######## block 1 ########
==> block_1/io_placement.png <==
Scale: 4 px per µm. Pins as bars across the die edge, other pins in gray.
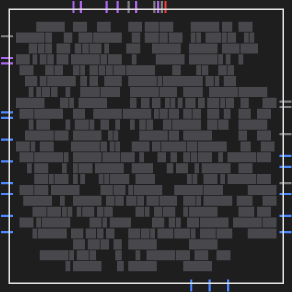
==> block_1/flops_by_reg.png <==
Scale: 4 px per µm. Other sequential cells in the stronger gray, the rest of the logic in the fainter gray.
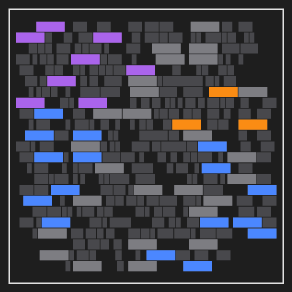
==> config.mk <==
export PLATFORM = sky130hd
export DESIGN_NAME = tac_interval_ctrl
export DESIGN_NICKNAME = d
export VERILOG_FILES = /design/src/rtl/tac_pkg.sv /design/src/rtl/tac_edge_pulse.sv /design/src/rtl/tac_interval_ctrl.sv
export SDC_FILE = /design/constraint.sdc
export NUM_CORES = 1
export LEC_CHECK = 0
export CAP_MARGIN = 5
export CORE_UTILIZATION = 55
export DETAILED_ROUTE_END_ITERATION = 8
export PLACE_DENSITY = 0.77
export SLEW_MARGIN = 20
export SYNTH_ARGS = -nofsm -noshare
export SYNTH_HDL_FRONTEND = slang
export SYNTH_SLANG_ARGS = --single-unit
export TNS_END_PERCENT = 5
==> constraint.sdc <==
create_clock -name clk_in -period 3.3 [get_ports clk_in]
set_input_delay 0.66 -clock clk_in [delete_from_list [all_inputs] [get_ports clk_in]]
set_output_delay 0.66 -clock clk_in [all_outputs]
set_load 0.05 [all_outputs]
==> src/rtl/tac_pkg.sv <==
// Shared state encoding, default widths and small helpers for the TAC interval channel.
package tac_pkg;

  localparam int unsigned CNT_W_DEF   = 16;
  localparam int unsigned TIMEOUT_DEF = 1000;
  localparam int unsigned HOLDOFF_DEF = 4;
  localparam int unsigned MISS_W_DEF  = 8;
  localparam int unsigned STATE_W     = 3;

  typedef enum logic [STATE_W-1:0] {
    ST_IDLE    = 3'd0,
    ST_ARMED   = 3'd1,
    ST_MEASURE = 3'd2,
    ST_HOLD    = 3'd3,
    ST_DEAD    = 3'd4
  } tac_state_e;

  // Channel is busy whenever a start would not be accepted as a new measurement.
  function automatic logic is_busy(input tac_state_e st);
    return (st == ST_MEASURE) || (st == ST_HOLD) || (st == ST_DEAD);
  endfunction

  // Holdoff counter width, kept at least one bit for HOLDOFF_CYC of 0 or 1.
  function automatic int unsigned hold_width(input int unsigned holdoff);
    return (holdoff < 2) ? 1 : $clog2(holdoff + 1);
  endfunction

endpackage

==> src/rtl/tac_edge_pulse.sv <==
// Rising-edge detector for an already-synchronous discriminator line.
module tac_edge_pulse (
  input  logic clk_in,
  input  logic rst_in,
  input  logic sig_in,
  output logic pulse_out
);

  logic [1:0] sh_q;

  always_ff @(posedge clk_in) begin
    if (rst_in) begin
      sh_q <= 2'b00;
    end else begin
      sh_q <= {sh_q[0], sig_in};
    end
  end

  // Pure decode of the two history flops, so no input-to-output path.
  assign pulse_out = sh_q[0] & ~sh_q[1];

endmodule

==> src/rtl/tac_interval_ctrl.sv <==
// One TAC timing channel: start->stop interval measurement with timeout, holdoff and lost-start count.
module tac_interval_ctrl
  import tac_pkg::*;
#(
  parameter int unsigned CNT_W       = CNT_W_DEF,
  parameter int unsigned TIMEOUT_CYC = TIMEOUT_DEF,
  parameter int unsigned HOLDOFF_CYC = HOLDOFF_DEF,
  parameter int unsigned MISS_W      = MISS_W_DEF
) (
  input  logic              clk_in,
  input  logic              rst_in,
  input  logic              en_in,
  input  logic              start_in,
  input  logic              stop_in,
  output logic [CNT_W-1:0]  res_data_out,
  output logic              res_ovf_out,
  output logic              res_valid_out,
  input  logic              res_ack_in,
  output logic              busy_out,
  output logic [MISS_W-1:0] miss_cnt_out
);

  localparam int unsigned HOLD_W = hold_width(HOLDOFF_CYC);

  logic start_p;
  logic stop_p;

  tac_state_e        state_q, state_d;
  logic [CNT_W-1:0]  cnt_q, cnt_d;
  logic [HOLD_W-1:0] hold_q, hold_d;
  logic [CNT_W-1:0]  data_d;
  logic              ovf_d;
  logic              valid_d;
  logic              busy_d;
  logic [MISS_W-1:0] miss_d;
  logic              miss_ev;

  tac_edge_pulse u_start_edge (
    .clk_in    (clk_in),
    .rst_in    (rst_in),
    .sig_in    (start_in),
    .pulse_out (start_p)
  );

  tac_edge_pulse u_stop_edge (
    .clk_in    (clk_in),
    .rst_in    (rst_in),
    .sig_in    (stop_in),
    .pulse_out (stop_p)
  );

  // State and every output register update on the same edge.
  always_ff @(posedge clk_in) begin
    if (rst_in) begin
      state_q       <= ST_IDLE;
      cnt_q         <= '0;
      hold_q        <= '0;
      res_data_out  <= '0;
      res_ovf_out   <= 1'b0;
      res_valid_out <= 1'b0;
      busy_out      <= 1'b0;
      miss_cnt_out  <= '0;
    end else begin
      state_q       <= state_d;
      cnt_q         <= cnt_d;
      hold_q        <= hold_d;
      res_data_out  <= data_d;
      res_ovf_out   <= ovf_d;
      res_valid_out <= valid_d;
      busy_out      <= busy_d;
      miss_cnt_out  <= miss_d;
    end
  end

  // Next-state, counters and result latch.
  always_comb begin
    state_d = state_q;
    cnt_d   = cnt_q;
    hold_d  = hold_q;
    data_d  = res_data_out;
    ovf_d   = res_ovf_out;
    valid_d = res_valid_out;

    case (state_q)
      ST_IDLE: begin
        if (en_in) state_d = ST_ARMED;
      end
      ST_ARMED: begin
        if (!en_in) begin
          state_d = ST_IDLE;
        end else if (start_p) begin
          state_d = ST_MEASURE;
          cnt_d   = CNT_W'(1);
        end
      end
      ST_MEASURE: begin
        cnt_d = cnt_q + CNT_W'(1);
        // Abort beats stop, stop beats timeout.
        if (!en_in) begin
          state_d = ST_IDLE;
        end else if (stop_p) begin
          data_d  = cnt_q;
          ovf_d   = 1'b0;
          valid_d = 1'b1;
          state_d = ST_HOLD;
        end else if (cnt_q == CNT_W'(TIMEOUT_CYC)) begin
          data_d  = CNT_W'(TIMEOUT_CYC);
          ovf_d   = 1'b1;
          valid_d = 1'b1;
          state_d = ST_HOLD;
        end
      end
      ST_HOLD: begin
        if (res_ack_in) begin
          valid_d = 1'b0;
          if (HOLDOFF_CYC == 0) begin
            state_d = en_in ? ST_ARMED : ST_IDLE;
          end else begin
            state_d = ST_DEAD;
            hold_d  = HOLD_W'(HOLDOFF_CYC);
          end
        end
      end
      ST_DEAD: begin
        hold_d = hold_q - HOLD_W'(1);
        if (hold_q <= HOLD_W'(1)) state_d = en_in ? ST_ARMED : ST_IDLE;
      end
      default: begin
        state_d = ST_IDLE;
      end
    endcase
  end

  // Lost starts: any start edge that cannot open a measurement while enabled.
  always_comb begin
    miss_ev = 1'b0;
    if (start_p) begin
      miss_ev = ((state_q == ST_IDLE) && en_in) || is_busy(state_q);
    end
    miss_d = miss_cnt_out;
    if (miss_ev && (miss_cnt_out != {MISS_W{1'b1}})) miss_d = miss_cnt_out + MISS_W'(1);
  end

  always_comb begin
    busy_d = is_busy(state_d);
  end

endmodule

==> flow_metrics.env <==
# yosys + openroad results
export IMPL_run_status="finished, final reports clean"
export IMPL_met1Wirelength_mm=2.31
export IMPL_final_cell_mix="53 x dfxtp_1, 32 x clkdlybuf4s50_1, 30 x nand2_1, 24 x nor2_1, 12 x xnor2_1"
export IMPL_p_sw_mw=0.232
export IMPL_final_nonclk_buf_share_pct=12.0
export IMPL_layout_clock_cell_area_share_pct=3.03
export IMPL_postCtsResizedCells=0
export IMPL_leakage_power_of_the_design_nw=0.971
export IMPL_cts_htree_levels=2
export IMPL_largestPowerGroup="sequential cells"
export IMPL_synth_lib_cells_used_distinct=49
export IMPL_grt_remaining_overflow=0
export IMPL_final_core_utilization_pct=69.6
export IMPL_final_hold_fails=0
export IMPL_fillCellCount=354
export IMPL_power_report_internal_total_mw=0.834
export IMPL_dp_worst_setup_slack_ns=0.829
export IMPL_met1_usage_pct=29.0
export IMPL_synthFlopType="dfxtp_1"
export IMPL_critical_path_slowest_cell="clkdlybuf4s50_1"
export IMPL_logic_cell_area_mm2=0.00125
export IMPL_placeableCoreArea_mm2=0.00409
export IMPL_share_seq_of_total_power_pct=61.1
export IMPL_synth_async_reset_ratio_pct=0
export IMPL_register_clock_pin_slew_on_the_reported_worst_setup_and_hold_paths_ns=0.09
export IMPL_clock_skew_ns=0.00725
export IMPL_placement_cell_area_mm2=0.00276
export IMPL_hold_path_startpoint="res_data_out[13]$_SDFFE_PP0P_"
export IMPL_well_tap_count=50
export IMPL_pg_clk_mw=0.359
export IMPL_num_rows=23
export IMPL_io_buffer_count=32
export IMPL_synth_warning_count=0
export IMPL_req_time_crit_path_ns=2.64
export IMPL_post_cts_setup_buffer_count=0
export IMPL_flop_count=53
export IMPL_chip_footprint_mm2=0.00464
export IMPL_cts_hold_buf=0
export IMPL_post_place_cells=335
export IMPL_n_clock_buffer=7
export IMPL_worstHoldEndpoint="res_data_out[13]$_SDFFE_PP0P_"
export IMPL_worstSetupStartpoint="miss_cnt_out[4]$_SDFFE_PP0P_"
export IMPL_cts_tree="done"
export IMPL_nNetsFinal=303
export IMPL_layout_cells_non_filler=342
export IMPL_global_route_usage_met2_pct=32.4
export IMPL_synth_nets=271
export IMPL_setup_viol=0
export IMPL_r2r_cells=7
export IMPL_clock_tree_root_cell="clkbuf_8"
export IMPL_grt_most_used_layer="met2"
export IMPL_design_portCount=33
export IMPL_grt_pass1_wl_mm=7.27
export IMPL_dp_hpwl_mm=3.20
export IMPL_flop_area_mm2=0.00106
export IMPL_worst_reg2reg_startpoint="cnt_q[0]$_SDFFE_PP0P_"
export IMPL_post_layout_total_power_mw=1.07
export IMPL_topCellsByArea="dfxtp_1 44%, nand2_1 4.7%, mux2i_1 4.6%"
export IMPL_critical_path_reg2reg_endpoint="res_data_out[2]$_SDFFE_PP0P_"
export IMPL_max_cap_violations=0
export IMPL_layout_comb_gates_multi_input=186
Notes on block_1/io_placement.png above:
legend:
  rst_in:
    color: red
    pins: 1
    direction: input
    edge: north
  miss_cnt_out:
    color: purple
    pins: 8
    direction: output
    edge: 6 north, 2 west
  res_data_out:
    color: blue
    pins: 16
    direction: output
    edge: 8 west, 5 east, 3 south

Notes on block_1/flops_by_reg.png above:
legend:
  state_q:
    color: orange
    flops: 3
  res_data_out:
    color: blue
    flops: 16
  miss_cnt_out:
    color: purple
    flops: 8
    where: north-west
not colored: 26

## cells by family (layout without fill, tap and decap cells)
kind of cell / count (synthesis) / in the layout / synth area share [%]
simple gates: 115 / 115 / 26.3
flops: 53 / 53 / 44.1
compound gates: 40 / 40 / 13.0
buf+inv: 21 / 53 / 3.80
xor+xnor: 14 / 14 / 5.10
mux: 12 / 12 / 5.05
fa+ha+maj: 5 / 5 / 2.60

######## block 2 ########
==> block_2/flops_by_reg.png <==
Scale: 2 px per µm. Other sequential cells in the stronger gray, the rest of the logic in the fainter gray.
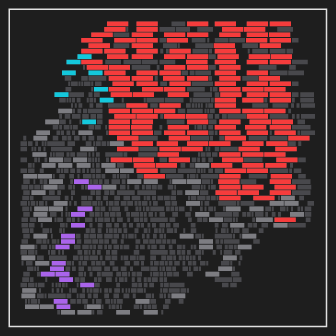
==> block_2/congestion.png <==
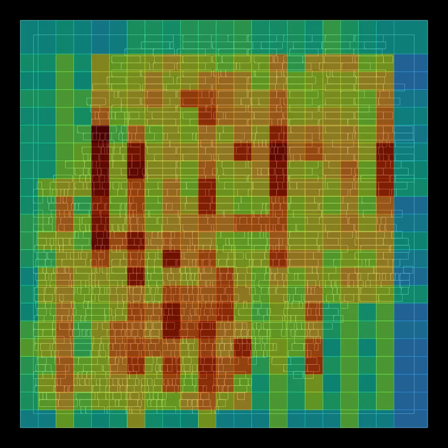
==> block_2/io_placement.png <==
Scale: 2 px per µm. Pins as bars across the die edge, other pins in gray.
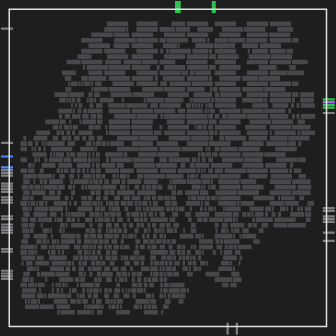
File: src/rtl/uart_pkg.sv
// uart_pkg: shared types and helpers for the extended UART receiver.
package uart_pkg;
  typedef enum logic [1:0] {
    PAR_NONE     = 2'b00,
    PAR_EVEN     = 2'b01,
    PAR_ODD      = 2'b10,
    PAR_NONE_ALT = 2'b11
  } parity_e;
  typedef enum logic [2:0] {
    S_IDLE,
    S_START,
    S_DATA,
    S_PARITY,
    S_STOP
  } state_e;
  typedef struct packed {
    logic       frame;
    logic       parity;
    logic [7:0] data;
  } rx_entry_t;
  localparam int ENTRY_W = $bits(rx_entry_t);
  localparam logic [15:0] MIN_PERIOD = 16'd4;
  function automatic logic [15:0] clamp_period(input logic [15:0] p);
    return (p < MIN_PERIOD) ? MIN_PERIOD : p;
  endfunction
endpackage

File: src/rtl/sync_fifo.sv
// sync_fifo: first-word fall-through FIFO; a write into a full FIFO is accepted only alongside a read.
module sync_fifo #(
  parameter int WIDTH = 8,
  parameter int DEPTH = 16,
  localparam int AW = $clog2(DEPTH)
) (
  input  logic             clk,
  input  logic             rst,
  input  logic             wr_en,
  input  logic [WIDTH-1:0] wr_data,
  input  logic             rd_en,
  output logic [WIDTH-1:0] rd_data,
  output logic             valid,
  output logic [AW:0]      count,
  output logic             drop
);
  logic [WIDTH-1:0] mem [DEPTH];
  logic [AW-1:0] wp, rp;
  logic full, do_rd, do_wr;
  assign valid = count != '0;
  assign full = count == (AW+1)'(DEPTH);
  assign do_rd = rd_en && valid;
  assign do_wr = wr_en && (!full || do_rd);
  assign drop = wr_en && full && !do_rd;
  assign rd_data = valid ? mem[rp] : '0;
  always_ff @(posedge clk) if (do_wr) mem[wp] <= wr_data;
  always_ff @(posedge clk) begin
    if (rst) begin
      wp <= '0;
      rp <= '0;
      count <= '0;
    end else begin
      if (do_wr) wp <= wp + 1'b1;
      if (do_rd) rp <= rp + 1'b1;
      count <= count + (AW+1)'(do_wr) - (AW+1)'(do_rd);
    end
  end
endmodule

File: src/rtl/uart_rx_ext.sv
// uart_rx_ext: configurable UART receiver with majority-voted sampling and an error-tagged receive FIFO.
module uart_rx_ext
  import uart_pkg::*;
#(
  parameter int CLK_FREQ = 50_000_000,
  parameter int BAUD_RATE = 115200,
  parameter int FIFO_DEPTH = 16
) (
  input  logic                          clk,
  input  logic                          rst,
  input  logic                          wr_bit_period_i,
  input  logic [15:0]                   bit_period_i,
  input  logic [1:0]                    cfg_data_bits_i,
  input  logic [1:0]                    cfg_parity_i,
  input  logic                          cfg_stop2_i,
  input  logic                          uart_rx_en,
  input  logic                          uart_rxd,
  input  logic                          rd_en_i,
  output logic                          rd_valid_o,
  output logic [7:0]                    rd_data_o,
  output logic                          rd_parity_err_o,
  output logic                          rd_frame_err_o,
  output logic [$clog2(FIFO_DEPTH):0]   fifo_count_o,
  output logic                          overrun_o,
  input  logic                          clr_overrun_i
);
  localparam logic [15:0] RST_PERIOD = clamp_period(16'(CLK_FREQ / BAUD_RATE));
  state_e state, state_n;
  parity_e par, par_n;
  logic s1, s2, sp, v0, v1, maj, fall, smp, bit_end, push, drop;
  logic [15:0] period_q, per, per_n, cnt, cnt_n, half;
  logic [2:0] idx, idx_n;
  logic [1:0] db, db_n;
  logic st2, st2_n, perr, perr_n, ferr, ferr_n;
  logic [7:0] data, data_n;
  rx_entry_t wr_entry, head;
  assign fall = sp & ~s2;
  assign half = per >> 1;
  assign smp = cnt == half + 16'd1;
  assign bit_end = cnt == per - 16'd1;
  // Vote over the taps at half-1 and half plus the live line at half+1.
  assign maj = (v0 & v1) | (v0 & s2) | (v1 & s2);
  assign wr_entry = '{frame: ferr | ~maj, parity: perr, data: data};
  always_ff @(posedge clk) begin
    if (rst) begin
      {s1, s2, sp, v0, v1} <= '1;
      period_q <= RST_PERIOD;
      state <= S_IDLE;
      cnt <= '0;
      per <= RST_PERIOD;
      idx <= '0;
      db <= '0;
      par <= PAR_NONE;
      st2 <= 1'b0;
      data <= '0;
      perr <= 1'b0;
      ferr <= 1'b0;
    end else begin
      {s1, s2, sp} <= {uart_rxd, s1, s2};
      v0 <= (cnt == half - 16'd1) ? s2 : v0;
      v1 <= (cnt == half) ? s2 : v1;
      period_q <= wr_bit_period_i ? clamp_period(bit_period_i) : period_q;
      state <= state_n;
      cnt <= cnt_n;
      per <= per_n;
      idx <= idx_n;
      db <= db_n;
      par <= par_n;
      st2 <= st2_n;
      data <= data_n;
      perr <= perr_n;
      ferr <= ferr_n;
    end
  end
  always_comb begin
    state_n = state;
    cnt_n = bit_end ? '0 : cnt + 16'd1;
    per_n = per;
    idx_n = idx;
    db_n = db;
    par_n = par;
    st2_n = st2;
    data_n = data;
    perr_n = perr;
    ferr_n = ferr;
    push = 1'b0;
    case (state)
      S_IDLE: begin
        cnt_n = '0;
        if (uart_rx_en && fall) begin
          state_n = S_START;
          per_n = period_q;
          db_n = cfg_data_bits_i;
          par_n = parity_e'(cfg_parity_i);
          st2_n = cfg_stop2_i;
          data_n = '0;
          perr_n = 1'b0;
          ferr_n = 1'b0;
          idx_n = '0;
        end
      end
      S_START: state_n = (smp && maj) ? S_IDLE : bit_end ? S_DATA : S_START;
      S_DATA: begin
        if (smp) data_n[idx] = maj;
        if (bit_end) begin
          idx_n = (idx == {1'b1, db}) ? 3'd0 : idx + 3'd1;
          if (idx == {1'b1, db})
            state_n = (par == PAR_EVEN || par == PAR_ODD) ? S_PARITY : S_STOP;
        end
      end
      S_PARITY: begin
        if (smp) perr_n = (par == PAR_EVEN) ? (^data ^ maj) : ~(^data ^ maj);
        if (bit_end) state_n = S_STOP;
      end
      S_STOP: begin
        if (smp) ferr_n = ferr | ~maj;
        if (smp && idx[0] == st2) begin
          push = 1'b1;
          state_n = S_IDLE;
        end else if (bit_end) idx_n = 3'd1;
      end
      default: state_n = S_IDLE;
    endcase
    if (!uart_rx_en && state != S_IDLE) begin
      state_n = S_IDLE;
      push = 1'b0;
    end
  end
  sync_fifo #(.WIDTH(ENTRY_W), .DEPTH(FIFO_DEPTH)) u_fifo (
    .clk(clk),
    .rst(rst),
    .wr_en(push),
    .wr_data(wr_entry),
    .rd_en(rd_en_i),
    .rd_data(head),
    .valid(rd_valid_o),
    .count(fifo_count_o),
    .drop(drop)
  );
  assign rd_data_o = head.data;
  assign rd_parity_err_o = head.parity;
  assign rd_frame_err_o = head.frame;
  always_ff @(posedge clk) begin
    if (rst) overrun_o <= 1'b0;
    else overrun_o <= drop ? 1'b1 : clr_overrun_i ? 1'b0 : overrun_o;
  end
endmodule

File: config.mk
export PLATFORM = sky130hd
export DESIGN_NAME = uart_rx_ext
export DESIGN_NICKNAME = d
export VERILOG_FILES = /design/src/rtl/uart_pkg.sv /design/src/rtl/sync_fifo.sv /design/src/rtl/uart_rx_ext.sv
export SDC_FILE = /design/constraint.sdc
export NUM_CORES = 1
export LEC_CHECK = 0
export ABC_AREA = 0
export CAP_MARGIN = 0
export CORE_MARGIN = 5
export CORE_UTILIZATION = 55
export DETAILED_ROUTE_END_ITERATION = 16
export PLACE_DENSITY = 0.76
export RECOVER_POWER = 100
export REMOVE_ABC_BUFFERS = 1
export SYNTH_ARGS = -nofsm -noshare
export SYNTH_HDL_FRONTEND = slang
export SYNTH_HIERARCHICAL = 1
export SYNTH_SLANG_ARGS = --single-unit
File: constraint.sdc
create_clock -name clk -period 4 [get_ports clk]
set_clock_uncertainty 0.1 [all_clocks]
set_input_delay 1 -clock clk [delete_from_list [all_inputs] [get_ports clk]]
set_output_delay 1 -clock clk [all_outputs]
set_load 0.1 [all_outputs]
==> flow_metrics.env <==
# yosys + openroad results
export IMPL_synth_seq_area_share_pct=55.2
export IMPL_finalClockPeriodUsage_pct=101
export IMPL_die_x_um=158
export IMPL_grt_remaining_overflow=0
export IMPL_cts_htree_levels=1
export IMPL_hold_path_startpoint="s1$_SDFF_PP1_"
export IMPL_comb_power_share_pct=21.7
export IMPL_swShare_pct=29.0
export IMPL_ir_worst_vdd_v=0.000312
export IMPL_max_freq_ghz=0.249
export IMPL_post_place_cells=1322
export IMPL_drc=0
export IMPL_dp_worst_setup_slack_ns=-0.145
export IMPL_largest_reg_flops=160
export IMPL_max_cap_violations=0
export IMPL_synthesis_instances=995
export IMPL_route_vias_total=8227
export IMPL_stage_log_warnings=31
export IMPL_setup_ws_ns=-0.0203
export IMPL_top_cell_area_share_pct=39.9
export IMPL_antenna_found_initial=0
export IMPL_post_synth_ao_oa_area_fraction_pct=6.97
export IMPL_run_status="complete, but fails checks"
export IMPL_power_frac_clock_pct=34.3
export IMPL_min_period_ns=4.02
export IMPL_skew_pair_late_insertion_delay_ns=0.52
export IMPL_setup_viol=1
export IMPL_die_y_um=158
export IMPL_worst_path_stages=21
export IMPL_worst_reg2reg_startpoint="per[1]$_SDFFE_PP1P_"
export IMPL_power_density_mw_per_mm2=458
export IMPL_max_flop_register="u_fifo/mem"
export IMPL_synth_warning_count=6
export IMPL_final_cell_mix="160 x edfxtp_1, 88 x dfxtp_1, 86 x buf_4, 77 x nor2_1, 74 x nand2_1"
export IMPL_synth_chip_area_mm2=0.0120
export IMPL_clock_tree_root_cell="clkbuf_16"
export IMPL_timing_setup_tns_ns=-0.0203
export IMPL_seq_cell_power_mw=2.85
export IMPL_comb_cell_power_mw=1.41
export IMPL_edf_count=160
export IMPL_ys_sh_simple_pct=14.6
export IMPL_yosys_area_share_xor_xnor_pct=6.04
export IMPL_syn_avg_cell_area_um2=12.1
export IMPL_violations="negative setup slack"
export IMPL_tightestPinTransition_ns=1.00
export IMPL_critPathMostFrequentCell="inv_2"
export IMPL_critical_path_cell_chain="buf_6 -> nand4_1 -> buf_4 -> o31a_1 -> or3_1 -> a21o_1 -> a22oi_2 -> nand3_2 -> nor3_2 -> buf_4 -> o21a_1 -> inv_2 -> ha_4 -> inv_2 -> ha_4 -> inv_2 -> fa_2 -> nor2b_2 -> o21bai_1 -> a21oi_1 -> nor3b_2"
export IMPL_number_of_optimization_iterations_in_the_first_detailed_route_pass=5
export IMPL_maximum_fanout_count_along_the_critical_path=5
export IMPL_critical_path_reg2reg_endpoint="u_fifo/count[4]$_SDFF_PP0_"
export IMPL_critical_path_endpoint_type="flip-flop"
export IMPL_ctsLongestPathBuffers=3
export IMPL_worst_path_buffer_plus_inverter_count=6
export IMPL_synthTopLogicFamily="simple AND/OR/NAND/NOR gates"
export IMPL_timing_hold_worst_class="reg2reg"
export IMPL_topCellsByArea="edfxtp_1 40%, dfxtp_1 15%, mux4_2 4.1%"
## Picture notes: block_2/flops_by_reg.png
legend:
  per:
    color: purple
    flops: 16
    where: south-west
  data:
    color: cyan
    flops: 8
    where: north-west
  u_fifo/mem:
    color: red
    flops: 160

## Picture notes: block_2/congestion.png
met1 usage: 29.0%
grt met2 use: 34.8%
busiest layer in global routing: met2
GRT Overall Usage: 21.3%
final core utilization: 65.3%

## Picture notes: block_2/io_placement.png
legend:
  cfg_data_bits_i:
    color: blue
    pins: 2
    direction: input
    edge: west
  rd_data_o:
    color: green
    pins: 8
    direction: output
    edge: 5 north, 3 east
  rd_parity_err_o:
    color: purple
    pins: 1
    direction: output
    edge: east
all pins by edge: 26 west, 12 east, 5 north, 2 south

final cells by class:
cell class                      count  area [µm²]
Clock buffer                       30         644
Clock inverter                     16         136
Fill cell                        1535        7530
Inverter                           31         116
Multi-Input combinational cell    644        5050
Sequential cell                   252        6650
Tap cell                          280         350
Timing Repair Buffer              131        1210
routing by layer:
layer / share of wire, % / routed length (µm) / up-vias / global-route usage [%]
met4: 3.6 / 943 / 0 / 7.74
li1: - / - / 3864 / -
met1: 41 / 11000 / 3953 / 29.0
met5: 0 / 0 / - / 0
met3: 7.6 / 2020 / 91 / 3.55
met2: 47 / 12500 / 319 / 34.8

######## block 3 ########
==> block_3/wires.png <==
Scale: 2 px per µm.
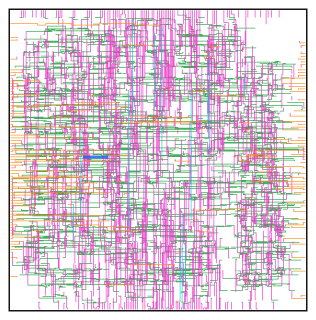
==> block_3/flops_by_reg.png <==
Scale: 2 px per µm. Other sequential cells in the stronger gray, the rest of the logic in the fainter gray.
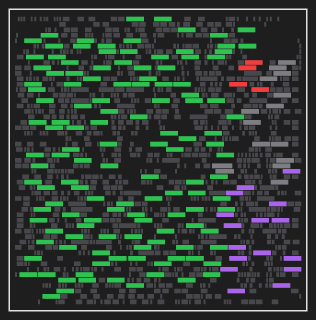
==> block_3/io_placement.png <==
Scale: 2 px per µm. Pins as bars across the die edge, other pins in gray.
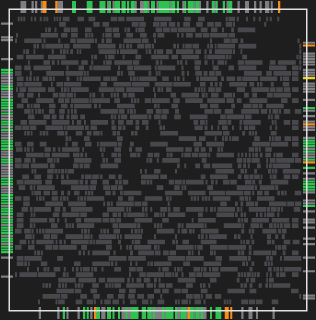
[src/rtl/analog_status_poller.sv]
// APB read master that polls NUM_CH analog status registers in rounds and keeps a snapshot per channel.
// Optional macro POLL_TIMEOUT_EN aborts ACCESS after TIMEOUT_CYC cycles without PREADY.
module analog_status_poller #(
  parameter int          NUM_CH      = 4,
  parameter logic [11:0] BASE_ADDR   = 12'h000,
  parameter int          ADDR_STRIDE = 4,
  parameter int          PERIOD_W    = 16,
  parameter int          TIMEOUT_CYC = 16
) (
  input  logic                  clk_in,
  input  logic                  reset_n,
  input  logic                  poll_en,
  input  logic [PERIOD_W-1:0]   poll_period,
  input  logic [31:0]           change_mask,
  input  logic                  irq_clear,
  output logic [11:0]           M_PADDR,
  output logic                  M_PSEL,
  output logic                  M_PENABLE,
  output logic                  M_PWRITE,
  output logic [31:0]           M_PWDATA,
  output logic [3:0]            M_PSTRB,
  input  logic [31:0]           M_PRDATA,
  input  logic                  M_PREADY,
  input  logic                  M_PSLVERR,
  output logic [NUM_CH*32-1:0]  snap_data,
  output logic [NUM_CH-1:0]     snap_valid,
  output logic [NUM_CH-1:0]     err_ch,
  output logic                  irq,
  output logic                  busy
);

  localparam int CH_W = (NUM_CH > 1) ? $clog2(NUM_CH) : 1;

  typedef enum logic [2:0] {
    S_IDLE,
    S_WAIT,
    S_SETUP,
    S_ACCESS,
    S_GAP
  } state_t;

  state_t              state;
  logic [CH_W-1:0]     ch;
  logic [PERIOD_W-1:0] period_cnt;

  logic                rd_done;
  logic                rd_good;
  logic                tmo_hit;
  logic                xfer_end;
  logic                err_set;
  logic                chg_set;
  logic                last_ch;
  logic [31:0]         cur_snap;
  logic [NUM_CH-1:0]   err_ch_nxt;

  function automatic logic [11:0] addr_of(input logic [CH_W-1:0] c);
    addr_of = BASE_ADDR + 12'(c) * 12'(ADDR_STRIDE);
  endfunction

  assign M_PWRITE = 1'b0;
  assign M_PWDATA = 32'h0;
  assign M_PSTRB  = 4'h0;

  assign cur_snap = snap_data[32*ch +: 32];
  assign last_ch  = (ch == CH_W'(NUM_CH - 1));
  assign rd_done  = (state == S_ACCESS) && M_PREADY;
  assign rd_good  = rd_done && !M_PSLVERR;
  assign err_set  = (rd_done && M_PSLVERR) || tmo_hit;
  assign xfer_end = rd_done || tmo_hit;
  assign chg_set  = rd_good && snap_valid[ch] && |((M_PRDATA ^ cur_snap) & change_mask);

`ifdef POLL_TIMEOUT_EN
  localparam int TMO_W = $clog2(TIMEOUT_CYC + 1);
  logic [TMO_W-1:0] tmo_cnt;

  assign tmo_hit = (state == S_ACCESS) && !M_PREADY && (tmo_cnt == TMO_W'(TIMEOUT_CYC - 1));

  // ACCESS-phase cycle counter, restarted at every SETUP
  always_ff @(posedge clk_in or negedge reset_n) begin
    if (!reset_n) begin
      tmo_cnt <= '0;
    end else if (state == S_SETUP) begin
      tmo_cnt <= '0;
    end else if (state == S_ACCESS) begin
      tmo_cnt <= tmo_cnt + 1'b1;
    end
  end
`else
  logic unused_tmo;
  assign unused_tmo = (TIMEOUT_CYC > 0);
  assign tmo_hit    = 1'b0;
`endif

  // A new error on the current channel wins over a simultaneous clear
  always_comb begin
    err_ch_nxt = irq_clear ? '0 : err_ch;
    if (err_set) err_ch_nxt[ch] = 1'b1;
  end

  always_ff @(posedge clk_in or negedge reset_n) begin
    if (!reset_n) begin
      state      <= S_IDLE;
      ch         <= '0;
      period_cnt <= '0;
      M_PADDR    <= '0;
      M_PSEL     <= 1'b0;
      M_PENABLE  <= 1'b0;
      busy       <= 1'b0;
      snap_data  <= '0;
      snap_valid <= '0;
      err_ch     <= '0;
      irq        <= 1'b0;
    end else begin
      err_ch <= err_ch_nxt;
      if (chg_set || err_set) begin
        irq <= 1'b1;
      end else if (irq_clear) begin
        irq <= 1'b0;
      end

      if (rd_good) begin
        snap_data[32*ch +: 32] <= M_PRDATA;
        snap_valid[ch]         <= 1'b1;
      end

      case (state)
        S_IDLE: begin
          if (poll_en) begin
            state     <= S_SETUP;
            ch        <= '0;
            M_PADDR   <= addr_of('0);
            M_PSEL    <= 1'b1;
            M_PENABLE <= 1'b0;
            busy      <= 1'b1;
          end
        end
        S_WAIT: begin
          if (!poll_en) begin
            state <= S_IDLE;
            ch    <= '0;
          end else if (period_cnt == '0) begin
            state     <= S_SETUP;
            M_PADDR   <= addr_of(ch);
            M_PSEL    <= 1'b1;
            M_PENABLE <= 1'b0;
            busy      <= 1'b1;
          end else begin
            period_cnt <= period_cnt - 1'b1;
          end
        end
        S_SETUP: begin
          state     <= S_ACCESS;
          M_PENABLE <= 1'b1;
        end
        S_ACCESS: begin
          if (xfer_end) begin
            state     <= S_GAP;
            M_PSEL    <= 1'b0;
            M_PENABLE <= 1'b0;
          end
        end
        S_GAP: begin
          if (!poll_en) begin
            state <= S_IDLE;
            ch    <= '0;
            busy  <= 1'b0;
          end else if (last_ch) begin
            state      <= S_WAIT;
            ch         <= '0;
            period_cnt <= poll_period;
            busy       <= 1'b0;
          end else begin
            state     <= S_SETUP;
            ch        <= ch + 1'b1;
            M_PADDR   <= addr_of(ch + 1'b1);
            M_PSEL    <= 1'b1;
            M_PENABLE <= 1'b0;
          end
        end
        default: begin
          state     <= S_IDLE;
          ch        <= '0;
          M_PSEL    <= 1'b0;
          M_PENABLE <= 1'b0;
          busy      <= 1'b0;
        end
      endcase
    end
  end

endmodule

[config.mk]
export PLATFORM = sky130hd
export DESIGN_NAME = analog_status_poller
export DESIGN_NICKNAME = d
export VERILOG_FILES = /design/src/rtl/analog_status_poller.sv
export SDC_FILE = /design/constraint.sdc
export NUM_CORES = 1
export LEC_CHECK = 0
export CAP_MARGIN = 20
export CORE_AREA = 2 2 146 148
export CTS_CLUSTER_DIAMETER = 120
export DETAILED_ROUTE_END_ITERATION = 10
export DIE_AREA = 0 0 148 150
export GPL_ROUTABILITY_DRIVEN = 0
export PLACE_DENSITY_LB_ADDON = 0.08
export SLEW_MARGIN = 20
export SYNTH_ARGS = -nofsm -noshare
export SYNTH_HDL_FRONTEND = slang
export SYNTH_SLANG_ARGS = --single-unit
[constraint.sdc]
create_clock -name clk_in -period 5.2 [get_ports clk_in]
set_input_delay 0.52 -clock clk_in [delete_from_list [all_inputs] [get_ports clk_in]]
set_output_delay 0.52 -clock clk_in [all_outputs]
set_load 0.02 [all_outputs]
==> flow_metrics.env <==
# yosys + openroad results
export IMPL_drc=0
export IMPL_synthesis_instances=1059
export IMPL_design_portCount=275
export IMPL_final_cell_mix="278 x nand2_1, 226 x clkdlybuf4s50_1, 161 x dfrtp_1, 122 x o21ai_0, 55 x mux2i_1"
export IMPL_hold_ws_ns=0.0860
export IMPL_syn_area_mm2=0.00908
export IMPL_comb_power_share_pct=43.6
export IMPL_synth_lib_cells_used_distinct=53
export IMPL_synth_async_reset_ratio_pct=100
export IMPL_cts_sinks=163
export IMPL_n_all_buffers=239
export IMPL_setup_viol=0
export IMPL_finalClockPeriodUsage_pct=61.3
export IMPL_p_sw_mw=2.31
export IMPL_cts_hold_buf=0
export IMPL_r2r_cells=8
export IMPL_layout_drive_gt1_share_pct=5.56
export IMPL_met1_usage_pct=33.7
export IMPL_largestPowerGroup="combinational logic"
export IMPL_layout_clock_cell_area_share_pct=4.81
export IMPL_top_cell_area_share_pct=44.9
export IMPL_run_status="finished, final reports clean"
About block_3/wires.png:
legend:
  metal 3:
    color: orange
    wire_length: 1860 µm
  metal 1:
    color: green
    wire_length: 12300 µm
  metal 2:
    color: magenta
    wire_length: 13500 µm
  metal 4:
    color: cyan
    wire_length: 522 µm
  metal 5:
    color: blue
    wire_length: 11.0 µm

About block_3/flops_by_reg.png:
legend:
  snap_valid:
    color: red
    flops: 4
    where: north-east
  period_cnt:
    color: purple
    flops: 16
    where: south-east
  snap_data:
    color: green
    flops: 128

About block_3/io_placement.png:
legend:
  M_PADDR:
    color: orange
    pins: 12
    direction: output
    edge: 5 south, 4 north, 3 east
  snap_data:
    color: green
    pins: 128
    direction: output
    edge: 41 north, 38 west, 37 south, 12 east
  irq_clear:
    color: yellow
    pins: 1
    direction: input
    edge: east
all pins by edge: 76 north, 74 west, 71 south, 54 east

==> worst max-delay path, stage by stage, from the launching register on <==
cell and delay [ns]:
dfrtp_4 0.95, buf_4 0.52, mux4_2 0.38, xor2_1 0.18, a22oi_1 0.21, o211ai_1 0.11
nor3_1 0.28, and4_1 0.34, o21ai_1 0.08
==> routing by layer <==
layer	vias to the layer above	wire length, µm
li1	3797	-
met1	3736	12300
met2	227	13500
met3	35	1860
met4	2	521
met5	-	11


## Gallery

Port wiring.
panel A
Scale: 2 px per µm.
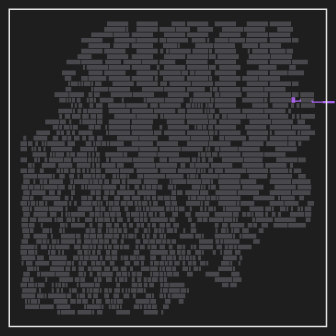
panel B
Scale: 6 px per µm.
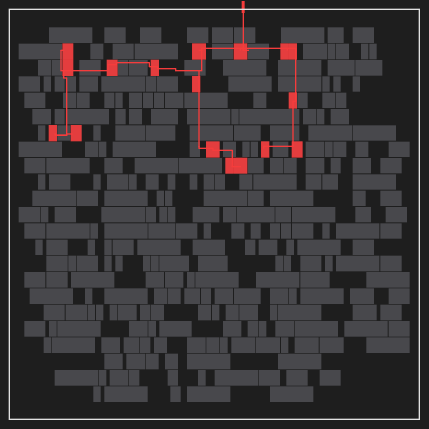
panel C
Scale: 2 px per µm.
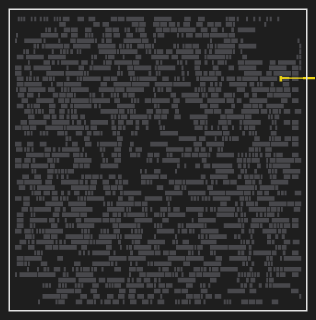
For block 1, see panel B.
For block 3, see panel C.
For block 2, see panel A.
The one with the fewest cells is panel B.
The one with the smallest die is panel B.

